######## design 1 ########
**src/rtl/sample_pkg.sv**
```systemverilog
// Shared types and sizing helpers for the sample-averaging consumer path.
package sample_pkg;

  localparam int DEF_DATA_W = 8;

  typedef logic [DEF_DATA_W-1:0] sample_t;

  typedef enum logic {
    ACCUM  = 1'b0,
    RESULT = 1'b1
  } avg_state_t;

  // Accumulator width that holds BLOCK_LEN full-scale samples without wrapping.
  function automatic int sum_w(input int data_w, input int block_len);
    return data_w + $clog2(block_len);
  endfunction

endpackage

```
**src/rtl/sample_block_averager_if.sv**
```systemverilog
// Sample-in / block-result-out handshake bundle for the block averager.
interface sample_block_averager_if
  import sample_pkg::*;
#(
  parameter int DATA_W = DEF_DATA_W
);

  logic              in_valid;
  logic [DATA_W-1:0] in_data;
  logic              in_ready;
  logic              out_valid;
  logic              out_ready;
  logic [DATA_W-1:0] out_avg;
  logic [DATA_W-1:0] out_min;
  logic [DATA_W-1:0] out_max;
  logic [15:0]       out_seq;

  modport master (
    output in_valid, in_data, out_ready,
    input  in_ready, out_valid, out_avg, out_min, out_max, out_seq
  );

  modport slave (
    input  in_valid, in_data, out_ready,
    output in_ready, out_valid, out_avg, out_min, out_max, out_seq
  );

endinterface

```
**src/rtl/sample_pacer.sv**
```systemverilog
// Throttle for slow consumers: after each accept, holds ready_ok low for
// PROC_INTERVAL-1 cycles, then stays high until the next accept.
module sample_pacer #(
  parameter int PROC_INTERVAL = 2
) (
  input  logic clk,
  input  logic rst,
  input  logic accept,
  output logic ready_ok
);

  localparam int                PACE_W = 8;
  localparam logic [PACE_W-1:0] RELOAD = PACE_W'(PROC_INTERVAL - 1);

  logic [PACE_W-1:0] pace_q;

  always_ff @(posedge clk or posedge rst) begin
    if (rst) begin
      pace_q <= '0;
    end else if (accept) begin
      pace_q <= RELOAD;
    end else if (pace_q != '0) begin
      pace_q <= pace_q - 1'b1;
    end
  end

  assign ready_ok = (pace_q == '0);

endmodule

```
**src/rtl/sample_block_averager.sv**
```systemverilog
// Reduces each block of BLOCK_LEN paced samples to truncated average, min and
// max, then holds the result on the output handshake until it is taken.
module sample_block_averager
  import sample_pkg::*;
#(
  parameter int DATA_W        = DEF_DATA_W,
  parameter int BLOCK_LEN     = 4,
  parameter int PROC_INTERVAL = 2
) (
  input  logic                    clk,
  input  logic                    rst,
  sample_block_averager_if.slave  bus
);

  localparam int                  LOG2_LEN = $clog2(BLOCK_LEN);
  localparam int                  SUM_W    = sum_w(DATA_W, BLOCK_LEN);
  localparam logic [LOG2_LEN-1:0] LAST_CNT = LOG2_LEN'(BLOCK_LEN - 1);

  avg_state_t          state_q;
  avg_state_t          state_d;
  logic [LOG2_LEN-1:0] cnt_q;
  logic [SUM_W-1:0]    sum_q;
  logic [SUM_W-1:0]    sum_d;
  logic [DATA_W-1:0]   min_q;
  logic [DATA_W-1:0]   max_q;
  logic [DATA_W-1:0]   min_d;
  logic [DATA_W-1:0]   max_d;
  logic [DATA_W-1:0]   avg_out_q;
  logic [DATA_W-1:0]   min_out_q;
  logic [DATA_W-1:0]   max_out_q;
  logic [15:0]         seq_q;
  logic                ready_ok;
  logic                in_ready;
  logic                accept;
  logic                last;
  logic                take;

  // Power-of-two block length makes the mean a plain right shift.
  function automatic logic [DATA_W-1:0] trunc_avg(input logic [SUM_W-1:0] s);
    return s[SUM_W-1:LOG2_LEN];
  endfunction

  function automatic logic [DATA_W-1:0] min_of(input logic [DATA_W-1:0] a,
                                               input logic [DATA_W-1:0] b);
    return (a < b) ? a : b;
  endfunction

  function automatic logic [DATA_W-1:0] max_of(input logic [DATA_W-1:0] a,
                                               input logic [DATA_W-1:0] b);
    return (a > b) ? a : b;
  endfunction

  assign in_ready = (state_q == ACCUM) && ready_ok;
  assign accept   = bus.in_valid && in_ready;
  assign last     = accept && (cnt_q == LAST_CNT);
  assign take     = (state_q == RESULT) && bus.out_ready;

  sample_pacer #(
    .PROC_INTERVAL (PROC_INTERVAL)
  ) u_pacer (
    .clk      (clk),
    .rst      (rst),
    .accept   (accept),
    .ready_ok (ready_ok)
  );

  always_ff @(posedge clk or posedge rst) begin
    if (rst) begin
      state_q <= ACCUM;
    end else begin
      state_q <= state_d;
    end
  end

  always_comb begin
    state_d = state_q;
    case (state_q)
      ACCUM:   if (last)          state_d = RESULT;
      RESULT:  if (bus.out_ready) state_d = ACCUM;
      default:                    state_d = ACCUM;
    endcase
  end

  // Running statistics including the sample being offered this cycle.
  always_comb begin
    sum_d = sum_q + SUM_W'(bus.in_data);
    if (cnt_q == '0) begin
      min_d = bus.in_data;
      max_d = bus.in_data;
    end else begin
      min_d = min_of(min_q, bus.in_data);
      max_d = max_of(max_q, bus.in_data);
    end
  end

  always_ff @(posedge clk or posedge rst) begin
    if (rst) begin
      cnt_q <= '0;
      sum_q <= '0;
      min_q <= '0;
      max_q <= '0;
    end else if (accept) begin
      if (last) begin
        cnt_q <= '0;
        sum_q <= '0;
      end else begin
        cnt_q <= cnt_q + 1'b1;
        sum_q <= sum_d;
      end
      min_q <= min_d;
      max_q <= max_d;
    end
  end

  // Result registers are written only on the block-closing accept, so they
  // stay frozen for as long as the result is held.
  always_ff @(posedge clk or posedge rst) begin
    if (rst) begin
      avg_out_q <= '0;
      min_out_q <= '0;
      max_out_q <= '0;
      seq_q     <= '0;
    end else begin
      if (last) begin
        avg_out_q <= trunc_avg(sum_d);
        min_out_q <= min_d;
        max_out_q <= max_d;
      end
      if (take) begin
        seq_q <= seq_q + 16'd1;
      end
    end
  end

  assign bus.in_ready  = in_ready;
  assign bus.out_valid = (state_q == RESULT);
  assign bus.out_avg   = avg_out_q;
  assign bus.out_min   = min_out_q;
  assign bus.out_max   = max_out_q;
  assign bus.out_seq   = seq_q;

endmodule
```
**src/flat_wrapper.sv**
```systemverilog
// flat-port wrapper written by rule: the top's interface ports become plain ports
module sample_block_averager_flat import sample_pkg::*;
#(
  parameter int DATA_W        = DEF_DATA_W,
  parameter int BLOCK_LEN     = 4,
  parameter int PROC_INTERVAL = 2
)
  (clk, rst, bus_in_valid, bus_in_data, bus_out_ready, bus_in_ready, bus_out_valid, bus_out_avg, bus_out_min, bus_out_max, bus_out_seq);
  sample_block_averager_if #(.DATA_W(DATA_W)) bus_i ();
  input  logic clk;
  input  logic rst;
  input wire logic [$bits(bus_i.in_valid)-1:0] bus_in_valid;
  input wire logic [$bits(bus_i.in_data)-1:0] bus_in_data;
  input wire logic [$bits(bus_i.out_ready)-1:0] bus_out_ready;
  output wire logic [$bits(bus_i.in_ready)-1:0] bus_in_ready;
  output wire logic [$bits(bus_i.out_valid)-1:0] bus_out_valid;
  output wire logic [$bits(bus_i.out_avg)-1:0] bus_out_avg;
  output wire logic [$bits(bus_i.out_min)-1:0] bus_out_min;
  output wire logic [$bits(bus_i.out_max)-1:0] bus_out_max;
  output wire logic [$bits(bus_i.out_seq)-1:0] bus_out_seq;
  assign bus_i.in_valid = bus_in_valid;
  assign bus_i.in_data = bus_in_data;
  assign bus_i.out_ready = bus_out_ready;
  assign bus_in_ready = bus_i.in_ready;
  assign bus_out_valid = bus_i.out_valid;
  assign bus_out_avg = bus_i.out_avg;
  assign bus_out_min = bus_i.out_min;
  assign bus_out_max = bus_i.out_max;
  assign bus_out_seq = bus_i.out_seq;
  sample_block_averager #(.DATA_W(DATA_W), .BLOCK_LEN(BLOCK_LEN), .PROC_INTERVAL(PROC_INTERVAL)) u_core (.clk(clk), .rst(rst), .bus(bus_i));
endmodule
```
**config.mk**
```make
export PLATFORM = sky130hd
export DESIGN_NAME = sample_block_averager_flat
export DESIGN_NICKNAME = d
export VERILOG_FILES = /design/src/rtl/sample_pkg.sv /design/src/rtl/sample_block_averager_if.sv /design/src/rtl/sample_pacer.sv /design/src/rtl/sample_block_averager.sv /design/src/flat_wrapper.sv
export SDC_FILE = /design/constraint.sdc
export NUM_CORES = 1
export LEC_CHECK = 0
export CORE_ASPECT_RATIO = 1.2
export CORE_MARGIN = 2
export CORE_UTILIZATION = 30
export CTS_BUF_LIST = sky130_fd_sc_hd__clkbuf_8
export DETAILED_ROUTE_END_ITERATION = 12
export RECOVER_POWER = 50
export SYNTH_ARGS = -nofsm -noshare
export SYNTH_HDL_FRONTEND = slang
export SYNTH_HIERARCHICAL = 1
export SYNTH_SLANG_ARGS = --single-unit
```
**constraint.sdc**
```tcl
create_clock -name clk -period 3 [get_ports clk]
set_clock_uncertainty 0.1 [all_clocks]
set_input_delay 0.6 -clock clk [delete_from_list [all_inputs] [get_ports clk]]
set_output_delay 0.6 -clock clk [all_outputs]
set_load 0.02 [all_outputs]
```
**Design 1: routing congestion map**

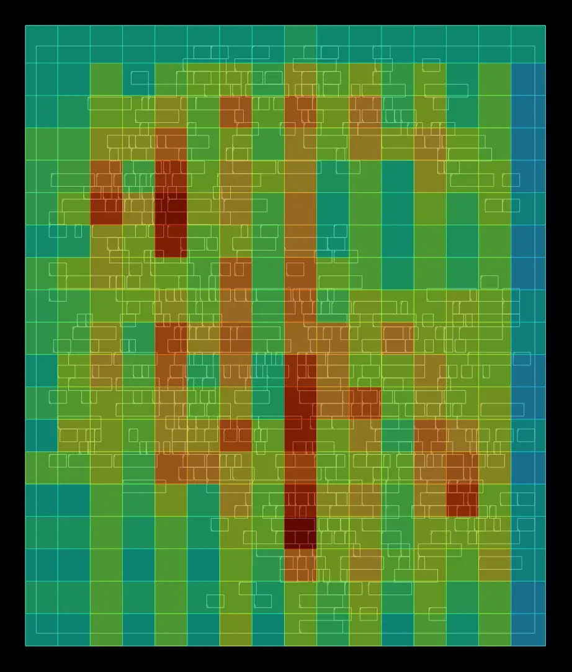
busiest layer in global routing: met2
GRT Total Usage: 14.0%

==> impl_metrics.env <==
# implementation run metrics
export IMPL_overflow=0
export IMPL_dp_hpwl_mm=7.26
export IMPL_highest_layer="met4"
export IMPL_syn_inst=404
export IMPL_drt_iter0_drc=109
export IMPL_drive_gt1_share_pct=14.6
export IMPL_via_per_inst=5.07
export IMPL_crit_chain="inv_1, ha_1, inv_1, nor3_4, nor2b_1, dlygate4sd2_1"
export IMPL_inverters=20
export IMPL_multi_input_comb_cells=296
export IMPL_top_area_share_pct=46.9
export IMPL_cts_setup_buffers=0
export IMPL_finalCritPeriodShare_pct=93.8
export IMPL_n_antenna_cell=0
export IMPL_status="completed"
export IMPL_yosys_stat_area_um2=4110
export IMPL_htree_levels=3
export IMPL_fmax_mhz=355
export IMPL_largest_cell_class="multi-input combinational cells"
export IMPL_route_detailed_drc=0
export IMPL_ys_types=52
export IMPL_wl_met1_mm=4.46
export IMPL_logic_area_um2=2070
export IMPL_topCellsByArea="dfrtp_1 (47%), ha_1 (8.2%), o21ai_0 (5.0%), mux2_2 (4.9%), nand2_1 (3.2%)"
export IMPL_synthTopCellsByCount="dfrtp_1 (77), o21ai_0 (41), nand2_1 (35), ha_1 (27), nor2_1 (26)"
export IMPL_die_area_um2=14700
export IMPL_lay_top_count="dfrtp_1"
export IMPL_cp_slowest_cell="dfrtp_1"
export IMPL_slowest_delay_ps=420
export IMPL_area_delta_synth_final_pct=26.1
export IMPL_grt_pass1_wl_mm=16.8
export IMPL_fp_util_pct=30.9
export IMPL_ys_cells=404
export IMPL_crit_type="reg -> out"
export IMPL_tritoncts="built"
export IMPL_core_area_um2=13300
export IMPL_dpl_cell_area_um2=5010
export IMPL_cts_inserted_buffers=9
export IMPL_cp_data_required_time_ps=2300
-- worst max-delay path: cells and delay by family (launching register included) --
kind | cells | cell delay [ps]
adders and majority gates | 1 | 240
buffers and inverters | 3 | 610
DFF | 1 | 420
and+or+nand+nor | 2 | 490
-- power breakdown --
part / switching (W) / internal [W] / total [W]
Sequential: 0.000261 / 0.00136 / 0.00163
Combinational: 0.00107 / 0.000921 / 0.00199
Clock: 0.000408 / 0.000320 / 0.000728
-- how the worst max path moves through the flow --
stage / from / endpoint / slack [ps] / cells past startpoint
floorplan: u_core/u_pacer/pace_q[2]$_DFFE_PP0P_ / u_core/u_pacer/pace_q[7]$_DFFE_PP0P_ / 210 / 10
global placement: bus_in_data[6] / u_core/min_q[7]$_DFFE_PP0P_ / 10 / 8
detailed placement: bus_in_data[6] / u_core/min_q[0]$_DFFE_PP0P_ / -20 / 7
CTS: u_core/u_pacer/pace_q[2]$_DFFE_PP0P_ / bus_in_ready / 130 / 4
global route: u_core/u_pacer/pace_q[0]$_DFFE_PP0P_ / bus_in_ready / 5 / 6
finish: u_core/u_pacer/pace_q[0]$_DFFE_PP0P_ / bus_in_ready / 190 / 6

######## design 2 ########
**Design 2: selected gate families**

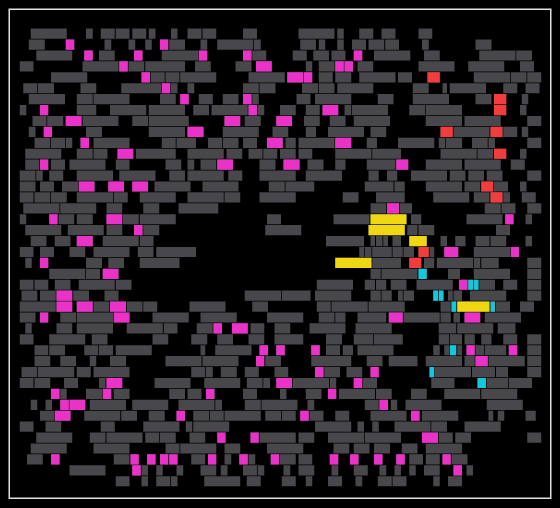
File: src/rtl/dfm_pkg.sv
// Shared definitions for the digital frequency meter datapath: widths,
// the measurement write address, grant encoding and a saturating add.
package dfm_pkg;

  localparam int A_AW  = 2;
  localparam int A_DW  = 8;
  localparam int B_DW  = 96;
  localparam int CNT_W = 8;

  localparam logic [A_AW:0] B_ADDR = 3'b100;

  typedef enum logic [1:0] {GNT_NONE, GNT_A, GNT_B} gnt_t;

  // Adds a small increment to the drop counter, sticking at all-ones.
  function automatic logic [CNT_W-1:0] sat_add(input logic [CNT_W-1:0] base,
                                               input logic [1:0]       inc);
    logic [CNT_W:0] sum;
    sum = {1'b0, base} + {{(CNT_W - 1){1'b0}}, inc};
    return sum[CNT_W] ? {CNT_W{1'b1}} : sum[CNT_W-1:0];
  endfunction

endpackage

File: src/rtl/wr_slot.sv
// One-entry holding register for a write requester. A load always captures
// the newest value; ovf_o flags that a still-pending entry was replaced.
module wr_slot #(
  parameter int W = 8
) (
  input  logic         clk_i,
  input  logic         rst_n_i,
  input  logic         load_i,
  input  logic [W-1:0] data_i,
  input  logic         consume_i,
  output logic         valid_o,
  output logic [W-1:0] data_o,
  output logic         ovf_o
);

  logic         valid_q, valid_d;
  logic [W-1:0] data_q, data_d;

  // Next state: a load wins over a consume, so a same-cycle request and
  // grant leaves the new entry pending while the old one is written.
  always_comb begin
    valid_d = valid_q;
    data_d  = data_q;
    ovf_o   = 1'b0;
    if (consume_i) begin
      valid_d = 1'b0;
    end
    if (load_i) begin
      valid_d = 1'b1;
      data_d  = data_i;
      ovf_o   = valid_q && !consume_i;
    end
  end

  // Slot state register; a reset discards any pending entry.
  always_ff @(posedge clk_i or negedge rst_n_i) begin
    if (!rst_n_i) begin
      valid_q <= 1'b0;
      data_q  <= '0;
    end else begin
      valid_q <= valid_d;
      data_q  <= data_d;
    end
  end

  assign valid_o = valid_q;
  assign data_o  = data_q;

endmodule

File: src/rtl/reg_wr_arbiter.sv
// Round-robin arbiter sharing the regfile write port between the SPI
// command path (A) and the measurement path (B). Writes stall while a
// regfile read is active; overwritten slot entries are flagged and counted.
module reg_wr_arbiter #(
  parameter int                    A_AW   = dfm_pkg::A_AW,
  parameter int                    A_DW   = dfm_pkg::A_DW,
  parameter int                    B_DW   = dfm_pkg::B_DW,
  parameter logic [A_AW:0]         B_ADDR = dfm_pkg::B_ADDR
) (
  input  logic              clk_i,
  input  logic              rst_n_i,
  input  logic              a_req_i,
  input  logic [A_AW-1:0]   a_addr_i,
  input  logic [A_DW-1:0]   a_data_i,
  input  logic              b_req_i,
  input  logic [B_DW-1:0]   b_data_i,
  input  logic              rd_en_i,
  input  logic              clr_i,
  output logic              reg_wr_en_o,
  output logic [A_AW:0]     reg_wr_addr_o,
  output logic [B_DW-1:0]   reg_wr_data_o,
  output logic              ovf_a_o,
  output logic              ovf_b_o,
  output logic [7:0]        drop_cnt_o
);

  import dfm_pkg::*;

  localparam int AW_SLOT = A_AW + A_DW;

  logic               a_valid, b_valid;
  logic [AW_SLOT-1:0] a_slot;
  logic [B_DW-1:0]    b_slot;
  logic               a_ovf, b_ovf;

  gnt_t       gnt;
  gnt_t       last_q, last_d;
  logic       ovf_a_q, ovf_a_d;
  logic       ovf_b_q, ovf_b_d;
  logic [7:0] cnt_q, cnt_d;

  wr_slot #(.W(AW_SLOT)) u_slot_a (
    .clk_i     (clk_i),
    .rst_n_i   (rst_n_i),
    .load_i    (a_req_i),
    .data_i    ({a_addr_i, a_data_i}),
    .consume_i (gnt == GNT_A),
    .valid_o   (a_valid),
    .data_o    (a_slot),
    .ovf_o     (a_ovf)
  );

  wr_slot #(.W(B_DW)) u_slot_b (
    .clk_i     (clk_i),
    .rst_n_i   (rst_n_i),
    .load_i    (b_req_i),
    .data_i    (b_data_i),
    .consume_i (gnt == GNT_B),
    .valid_o   (b_valid),
    .data_o    (b_slot),
    .ovf_o     (b_ovf)
  );

  // Grant: reads block everything; on a tie the slot not served last wins.
  always_comb begin
    gnt = GNT_NONE;
    if (!rd_en_i) begin
      if (a_valid && b_valid) begin
        gnt = (last_q == GNT_A) ? GNT_B : GNT_A;
      end else if (a_valid) begin
        gnt = GNT_A;
      end else if (b_valid) begin
        gnt = GNT_B;
      end
    end
  end

  // Write port mux; idle cycles drive zeros rather than stale slot data.
  always_comb begin
    reg_wr_en_o   = 1'b0;
    reg_wr_addr_o = '0;
    reg_wr_data_o = '0;
    unique case (gnt)
      GNT_A: begin
        reg_wr_en_o   = 1'b1;
        reg_wr_addr_o = {1'b0, a_slot[AW_SLOT-1:A_DW]};
        reg_wr_data_o = {{(B_DW - A_DW){1'b0}}, a_slot[A_DW-1:0]};
      end
      GNT_B: begin
        reg_wr_en_o   = 1'b1;
        reg_wr_addr_o = B_ADDR;
        reg_wr_data_o = b_slot;
      end
      default: ;
    endcase
  end

  // Next state for round-robin pointer, sticky flags and drop counter;
  // a clear overrides any overwrite seen in the same cycle.
  always_comb begin
    last_d  = (gnt != GNT_NONE) ? gnt : last_q;
    ovf_a_d = ovf_a_q | a_ovf;
    ovf_b_d = ovf_b_q | b_ovf;
    cnt_d   = sat_add(cnt_q, {1'b0, a_ovf} + {1'b0, b_ovf});
    if (clr_i) begin
      ovf_a_d = 1'b0;
      ovf_b_d = 1'b0;
      cnt_d   = '0;
    end
  end

  // Status and pointer registers; B counts as last served so A wins the
  // first tie after reset.
  always_ff @(posedge clk_i or negedge rst_n_i) begin
    if (!rst_n_i) begin
      last_q  <= GNT_B;
      ovf_a_q <= 1'b0;
      ovf_b_q <= 1'b0;
      cnt_q   <= '0;
    end else begin
      last_q  <= last_d;
      ovf_a_q <= ovf_a_d;
      ovf_b_q <= ovf_b_d;
      cnt_q   <= cnt_d;
    end
  end

  assign ovf_a_o    = ovf_a_q;
  assign ovf_b_o    = ovf_b_q;
  assign drop_cnt_o = cnt_q;

endmodule

File: config.mk
export PLATFORM = sky130hd
export DESIGN_NAME = reg_wr_arbiter
export DESIGN_NICKNAME = d
export VERILOG_FILES = /design/src/rtl/dfm_pkg.sv /design/src/rtl/wr_slot.sv /design/src/rtl/reg_wr_arbiter.sv
export SDC_FILE = /design/constraint.sdc
export NUM_CORES = 1
export LEC_CHECK = 0
export CORE_ASPECT_RATIO = 0.9
export CORE_MARGIN = 2
export CORE_UTILIZATION = 35
export CTS_CLUSTER_SIZE = 14
export DETAILED_ROUTE_END_ITERATION = 10
export PLACE_DENSITY_LB_ADDON = 0.12
export SLEW_MARGIN = 10
export SYNTH_ARGS = -nofsm -noshare
export SYNTH_HDL_FRONTEND = slang
export SYNTH_SLANG_ARGS = --single-unit
File: constraint.sdc
create_clock -name clk_i -period 2.7 [get_ports clk_i]
set_clock_uncertainty 0.15 [all_clocks]
set_input_delay 0.54 -clock clk_i [delete_from_list [all_inputs] [get_ports clk_i]]
set_output_delay 0.54 -clock clk_i [all_outputs]
set_load 0.01 [all_outputs]
==> impl_metrics.env <==
# implementation run metrics
export IMPL_status="finished with violations"
export IMPL_violations="setup timing"
export IMPL_end_kind="primary output"
export IMPL_post_route_cell_area_um2=8880
export IMPL_cts_inserted_buffers=17
export IMPL_area_delta_synth_final_pct=65.4
export IMPL_critPathBufInv=5
export IMPL_grt_usage_pct=20.3
export IMPL_finalCritPeriodShare_pct=110
export IMPL_arrival_ps=2270
export IMPL_regToRegSetupSlack_ps=-40
export IMPL_syn_inst=413
export IMPL_ant_nets=0
export IMPL_yosys_stat_area_um2=5370
export IMPL_ys_sh_adder_pct=1.31
export IMPL_syn_area_per_cell_um2=13.0
export IMPL_die_y_um=122
export IMPL_fin_hold_ws_ps=334
export IMPL_ys_seq_share_pct=56.0
export IMPL_async_reset_ff_share_pct=100
export IMPL_clock_path_buffers=2
export IMPL_drt_iter0_drc=201
export IMPL_drtPass1Iterations=4
export IMPL_path_common_cell="buf_6"
export IMPL_grt_max_degree=98
export IMPL_muxShareOfSynthArea_pct=22.2
export IMPL_tightest_slew_ps=559
export IMPL_ys_flops=120
export IMPL_synth_area_leader_cell="dfrtp_1"
export IMPL_dieWidth_um=135
export IMPL_lay_top_count="dfrtp_1"
export IMPL_cp_endpoint="reg_wr_data_o[71]"
export IMPL_final_setup_viol_count=102
export IMPL_synth_warnings=0
export IMPL_synthTopLogicFamily="multiplexers"
export IMPL_fin_cells=878
export IMPL_num_fill_cells=1239
export IMPL_cp_start_kind="register"
export IMPL_ir_worst_vdd_mv=0.453
export IMPL_period_needed_ps=2960
export IMPL_xor_share_pct=0.163
export IMPL_warnings=31
export IMPL_fin_ws_ps=-265
export IMPL_post_drt_wl_per_cell_um=18.5
export IMPL_insertion_delay_ps=410
export IMPL_reg2reg_to="drop_cnt_o[5]$_DFF_PN0_"
export IMPL_ios=222
export IMPL_edf_count=0
export IMPL_fp_nets=530
export IMPL_clk_pin_slew_worst_paths_ps=60
export IMPL_cap_violations=0
export IMPL_hold_end="u_slot_b.data_o[65]$_DFFE_PN0P_"
export IMPL_holdPathStages=1
export IMPL_overflow=0
export IMPL_finalWirelength_mm=16.2
export IMPL_core_area_um2=14900
export IMPL_gp_congestion=0.748
export IMPL_hp_class="reg -> reg"
export IMPL_n_antenna_cell=0
export IMPL_cpLargestDelayFamily="buffers and inverters"
export IMPL_r2r_start="last_q[1]$_DFFE_PN1P_"
export IMPL_via_per_inst=4.90
export IMPL_max_slew_margin_rel_pct=62.7
About 'selected gate families' of design 2:
- cyan: nor cells (cells 10; where middle right)
- red: non-inverting ao/oa cells (cells 10)
- magenta: and/or cells (cells 98; where widely spread)
- yellow: fa/ha/maj cells (cells 5)

-- per-layer routing --
layer	share of wire (%)	routed length, um	track usage, %
met5	0	0	0
met4	1.8	291	6.71
met3	6.7	1080	7.73
met2	50	8060	33.9
met1	42	6770	24.1
-- state kept, by name (all words and copies together), names as in the netlist --
name / flops
u_slot_b.data_o: 96
drop_cnt_o: 8
last_q: 2
u_slot_b.valid_o: 1
ovf_b_o: 1
u_slot_a.data_o: 10
u_slot_a.valid_o: 1
ovf_a_o: 1
-- repair_timing --
| action | 4_1_cts | 5_1_grt |
|---|---|---|
| setup endpoints to repair | 107 | 107 |
| setup buffers | 12 | 3 |
| pin swaps | 12 | 2 |
| gates resized | 493 | 23 |
| hold buffers | 1 | 0 |
| gates cloned | 9 | 2 |
| endpoints found under the hold margin | 38 | 0 |
-- where the power goes --
part           total (W)  switching [W]  internal, W
combinational    0.00271        0.00114      0.00157
sequential       0.00212       0.000112      0.00201
clock            0.00201       0.000781      0.00123
total            0.00684        0.00203      0.00481
-- final cells by class --
class                      count  share of cell area [%]
sequential                   120                    33.8
timing repair buffer         271                    29.9
multi-input combinational    253                    27.3
clock buffer                  23                    5.38
tap                          198                    2.79
clock inverter                 9                   0.564
inverter                       4                   0.197

######## design 3 ########
**Design 3: metal 3**

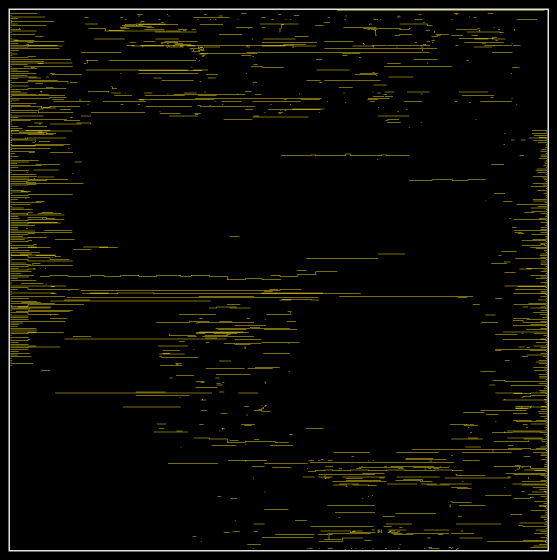
## src/rtl/lbc_pkg.sv

```systemverilog
// lbc_pkg: shared types and defaults for the LBC feature-map pipeline.
// Holds the activation type, the pool/flatten state encoding and default
// map dimensions used by lbc_pool_flatten and its row buffer.
package lbc_pkg;

  localparam int ACT_W = 16;
  localparam int MAP_W = 16;
  localparam int MAP_H = 16;

  typedef logic signed [ACT_W-1:0] act_t;

  typedef enum logic {
    LOAD = 1'b0,
    FULL = 1'b1
  } lbc_pf_state_t;

  // Exact signed maximum of two activations.
  function automatic act_t act_max(input act_t a, input act_t b);
    return (a > b) ? a : b;
  endfunction

endpackage

```

## src/rtl/lbc_pool_flatten_pool_row_buffer.sv

```systemverilog
// pool_row_buffer: one row of 2x2 max-pool partial maxima.
// Entry p tracks the running maximum of the 2x2 window covering columns
// 2p and 2p+1 of the current row pair. The combinational output m is the
// maximum of the stored partial and the incoming pixel, which on the
// bottom-right pixel of a window is the finished pooled value.
module pool_row_buffer
  import lbc_pkg::*;
#(
  parameter  int DEPTH = MAP_W / 2,
  localparam int PW    = (DEPTH > 1) ? $clog2(DEPTH) : 1
) (
  input  logic                    clk,
  input  logic                    rst,
  input  logic [PW-1:0]           p,
  input  logic                    we,
  input  logic                    first,
  input  logic signed [ACT_W-1:0] in_data,
  output logic signed [ACT_W-1:0] m
);

  act_t part_q [DEPTH];

  assign m = act_max(part_q[p], in_data);

  // Start a window on its top-left pixel, otherwise fold the pixel into the partial maximum.
  always_ff @(posedge clk) begin
    if (!rst) begin
      for (int i = 0; i < DEPTH; i++) part_q[i] <= '0;
    end else if (we) begin
      part_q[p] <= first ? in_data : m;
    end
  end

endmodule

```

## src/rtl/lbc_pool_flatten.sv

```systemverilog
// lbc_pool_flatten: 2x2 stride-2 max pooling of a row-major pixel stream
// into a flatten buffer presented as one parallel vector to the FC stage.
// The vector is held stable while vec_valid is high, until vec_ack.
// Optional feature macro: POOL_RELU_EN -- when defined, each pooled value
// is clamped to 0 if negative before being stored (ReLU after pooling).
module lbc_pool_flatten
  import lbc_pkg::*;
#(
  parameter int IN_W  = MAP_W,
  parameter int IN_H  = MAP_H,
  parameter int OUT_N = (IN_W / 2) * (IN_H / 2)
) (
  input  logic                    clk,
  input  logic                    rst,
  input  logic                    in_valid,
  output logic                    in_ready,
  input  logic signed [ACT_W-1:0] in_data,
  output logic signed [ACT_W-1:0] vec_out [0:OUT_N-1],
  output logic                    vec_valid,
  input  logic                    vec_ack
);

  localparam int HALF_W = IN_W / 2;
  localparam int CW     = $clog2(IN_W);
  localparam int RW     = $clog2(IN_H);
  localparam int PW     = (HALF_W > 1) ? $clog2(HALF_W) : 1;
  localparam int IW     = (OUT_N > 1) ? $clog2(OUT_N) : 1;

  lbc_pf_state_t   state_q;
  logic [CW-1:0]   col_q, col_d;
  logic [RW-1:0]   row_q, row_d;
  logic            in_ready_q;
  logic            vec_valid_q;

  logic            hs;
  logic            col_last;
  logic            row_last;
  logic [PW-1:0]   p;
  logic            first;
  logic            pool_wr;
  logic [IW-1:0]   idx;
  act_t            m;
  act_t            buf_q [0:OUT_N-1];

  // Stored value of a finished pooling window.
  function automatic act_t store_val(input act_t v);
`ifdef POOL_RELU_EN
    return v[ACT_W-1] ? '0 : v;
`else
    return v;
`endif
  endfunction

  assign hs       = in_valid & in_ready_q;
  assign col_last = (col_q == CW'(IN_W - 1));
  assign row_last = (row_q == RW'(IN_H - 1));
  assign p        = PW'(col_q >> 1);
  assign first    = ~row_q[0] & ~col_q[0];
  assign pool_wr  = hs & row_q[0] & col_q[0];
  assign idx      = IW'((int'(row_q) / 2) * HALF_W + int'(p));

  assign in_ready  = in_ready_q;
  assign vec_valid = vec_valid_q;
  assign vec_out   = buf_q;

  pool_row_buffer #(
    .DEPTH (HALF_W)
  ) u_row_buf (
    .clk     (clk),
    .rst     (rst),
    .p       (p),
    .we      (hs),
    .first   (first),
    .in_data (in_data),
    .m       (m)
  );

  // Raster-scan position advances only on an accepted pixel; wraps to (0,0) after the last one.
  always_comb begin
    col_d = col_q;
    row_d = row_q;
    if (hs) begin
      if (col_last) begin
        col_d = '0;
        row_d = row_last ? '0 : row_q + 1'b1;
      end else begin
        col_d = col_q + 1'b1;
      end
    end
  end

  // Frame state machine with registered handshake outputs.
  always_ff @(posedge clk) begin
    if (!rst) begin
      state_q     <= LOAD;
      col_q       <= '0;
      row_q       <= '0;
      in_ready_q  <= 1'b1;
      vec_valid_q <= 1'b0;
    end else begin
      col_q <= col_d;
      row_q <= row_d;
      case (state_q)
        LOAD: begin
          if (hs && col_last && row_last) begin
            state_q     <= FULL;
            in_ready_q  <= 1'b0;
            vec_valid_q <= 1'b1;
          end
        end
        FULL: begin
          if (vec_ack) begin
            state_q     <= LOAD;
            in_ready_q  <= 1'b1;
            vec_valid_q <= 1'b0;
          end
        end
        default: begin
          state_q     <= LOAD;
          in_ready_q  <= 1'b1;
          vec_valid_q <= 1'b0;
        end
      endcase
    end
  end

  // Flatten buffer: a pooled value lands when the bottom-right pixel of its window is accepted.
  always_ff @(posedge clk) begin
    if (!rst) begin
      for (int i = 0; i < OUT_N; i++) buf_q[i] <= '0;
    end else if (pool_wr) begin
      buf_q[idx] <= store_val(m);
    end
  end

endmodule

```

## config.mk

```make
export PLATFORM = sky130hd
export DESIGN_NAME = lbc_pool_flatten
export DESIGN_NICKNAME = d
export VERILOG_FILES = /design/src/rtl/lbc_pkg.sv /design/src/rtl/lbc_pool_flatten_pool_row_buffer.sv /design/src/rtl/lbc_pool_flatten.sv
export SDC_FILE = /design/constraint.sdc
export NUM_CORES = 2
export LEC_CHECK = 0
export ABC_CLOCK_PERIOD_IN_PS = 4750
export CORE_AREA = 2 2 411 413
export DETAILED_ROUTE_END_ITERATION = 10
export DIE_AREA = 0 0 413 415
export SETUP_SLACK_MARGIN = 0.15
export SLEW_MARGIN = 0
export SYNTH_ARGS = -nofsm -noshare
export SYNTH_HDL_FRONTEND = slang
export SYNTH_SLANG_ARGS = --single-unit
```

## constraint.sdc

```tcl
create_clock -name clk -period 4.75 [get_ports clk]
set_clock_uncertainty 0.05 [all_clocks]
set_input_delay 0.7125 -clock clk [delete_from_list [all_inputs] [get_ports clk]]
set_output_delay 0.7125 -clock clk [all_outputs]
set_load 0.01 [all_outputs]
```

==> impl_metrics.env <==
# implementation run metrics
export IMPL_status="completed"
export IMPL_rsz0062_at_grt="false"
export IMPL_reg2reg_depth=11
export IMPL_min_from="vec_out[684]$_SDFFE_PN0P_"
export IMPL_fin_cells=7040
export IMPL_dp_cells=6810
export IMPL_grt_pass1_wl_mm=258
export IMPL_period_needed_ps=4400
export IMPL_maxPowerGroup="the clock network"
export IMPL_synth_area_leader_cell="dfxtp_1"
export IMPL_cts_root_buf="clkbuf_16"
export IMPL_dieWidth_um=413
export IMPL_crit_type="reg -> reg"
export IMPL_cp_start_kind="register"
export IMPL_clock_sinks=1166
export IMPL_hold_end="vec_out[684]$_SDFFE_PN0P_"
export IMPL_syn_inst=3628
export IMPL_fin_hold_ws_ps=396
export IMPL_ys_seq_share_pct=61.4
export IMPL_insertion_delay_ps=790
export IMPL_synthTopCellsByCount="dfxtp_1 (1038), nand2_1 (634), a22o_1 (480), o21ai_1 (247), o21ai_0 (209)"
export IMPL_ys_types=58
export IMPL_tritoncts="built"
export IMPL_fin_nets=4776
export IMPL_drt_iter0_drc=3008
export IMPL_cpLargestDelayFamily="simple AND/OR/NAND/NOR gates"
export IMPL_finalCritPeriodShare_pct=92.7
export IMPL_clk_pin_slew_worst_paths_ps=60
export IMPL_edf_count=128
export IMPL_fin_tns_setup_ps=0
export IMPL_topCellsByArea="dfxtp_1 (52%), a22o_1 (10%), edfxtp_1 (9.6%), nand2_1 (5.9%), o21ai_1 (3.1%)"
export IMPL_crit_chain="buf_12, mux4_1, mux2_2, ha_1, nand4_4, or4_1, and2_0, and3_1, a311oi_4, buf_12, o21ai_1"
export IMPL_ios=1046
export IMPL_tightest_slew_ps=1170
export IMPL_cts_inserted_buffers=130
export IMPL_reg2reg_to="vec_out[781]$_SDFFE_PN0P_"
export IMPL_final_setup_viol_count=0
export IMPL_cp_data_required_time_ps=5340
export IMPL_power_leakage_nw=20.5
export IMPL_post_drt_wl_per_cell_um=26.8
export IMPL_ys_flop_type="dfxtp_1"
export IMPL_aoi_share_pct=21.0
export IMPL_top_area_share_pct=51.8
export IMPL_yosys_stat_area_um2=40100
export IMPL_overflow=0
Notes on 'metal 3' of design 3 above:
- nets with wire on the layer: 817
- longest straight run: 189 um
- wire length on this layer: 15200 um
- main direction: horizontal
- share of all routed wire: 8.1%
Routed WL: 188 mm
met3 usage in global routing: 5.12%
DR vias: 34700

[timing repair]
item,in CTS,in global routing
setup endpoints to repair,0,33
resized,0,5
endpoints found under the hold margin,0,0
hold buffers,0,0
[area by class of cell]
| type | instances | area [um2] | share of cell area, % |
|---|---|---|---|
| Inverter | 20 | 77.6 | 0.134 |
| Antenna cell | 3 | 7.51 | 0.0129 |
| Sequential cell | 1166 | 24600 | 42.5 |
| Timing Repair Buffer | 1222 | 12300 | 21.1 |
| Clock inverter | 40 | 551 | 0.949 |
| Tap cell | 2204 | 2760 | 4.75 |
| Clock buffer | 187 | 3790 | 6.54 |
| Multi-Input combinational cell | 2198 | 13900 | 24.0 |
[worst min-delay path, cell delays in order, from the launching register on]
cell and delay, ps:
dfxtp_1 300, nand2_1 50, o21ai_1 50
[per-layer routing]
metal	wire [um]	GRT usage, %
met1	75800	25.9
met4	8400	9.37
met2	88900	34.3
met5	12	0
met3	15200	5.12


==> screenshots <==
Where the registers sit.
image #1
Scale bar: 50 um.
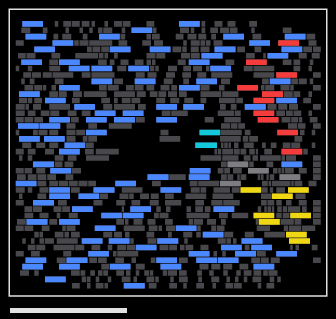
image #2
Scale bar: 20 um.
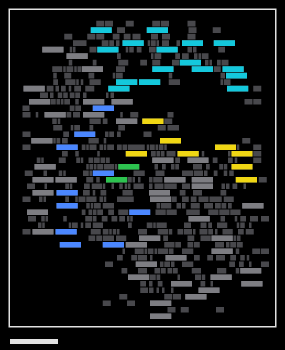
image #3
Scale bar: 100 um.
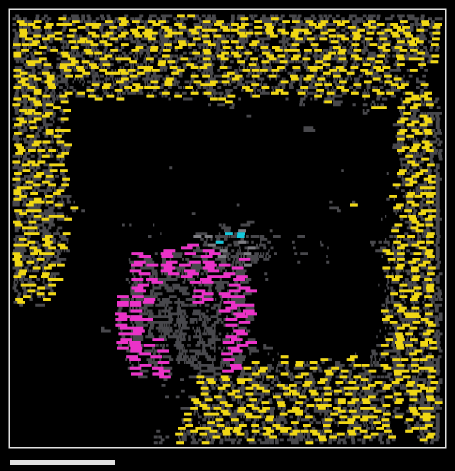
Design 3 is image #3.
Design 2 is image #1.
Design 1 is image #2.
Of these, fewest cells: image #2
Of these, most cells: image #3

No activity file was given, so power comes from the tool's default toggle rates.
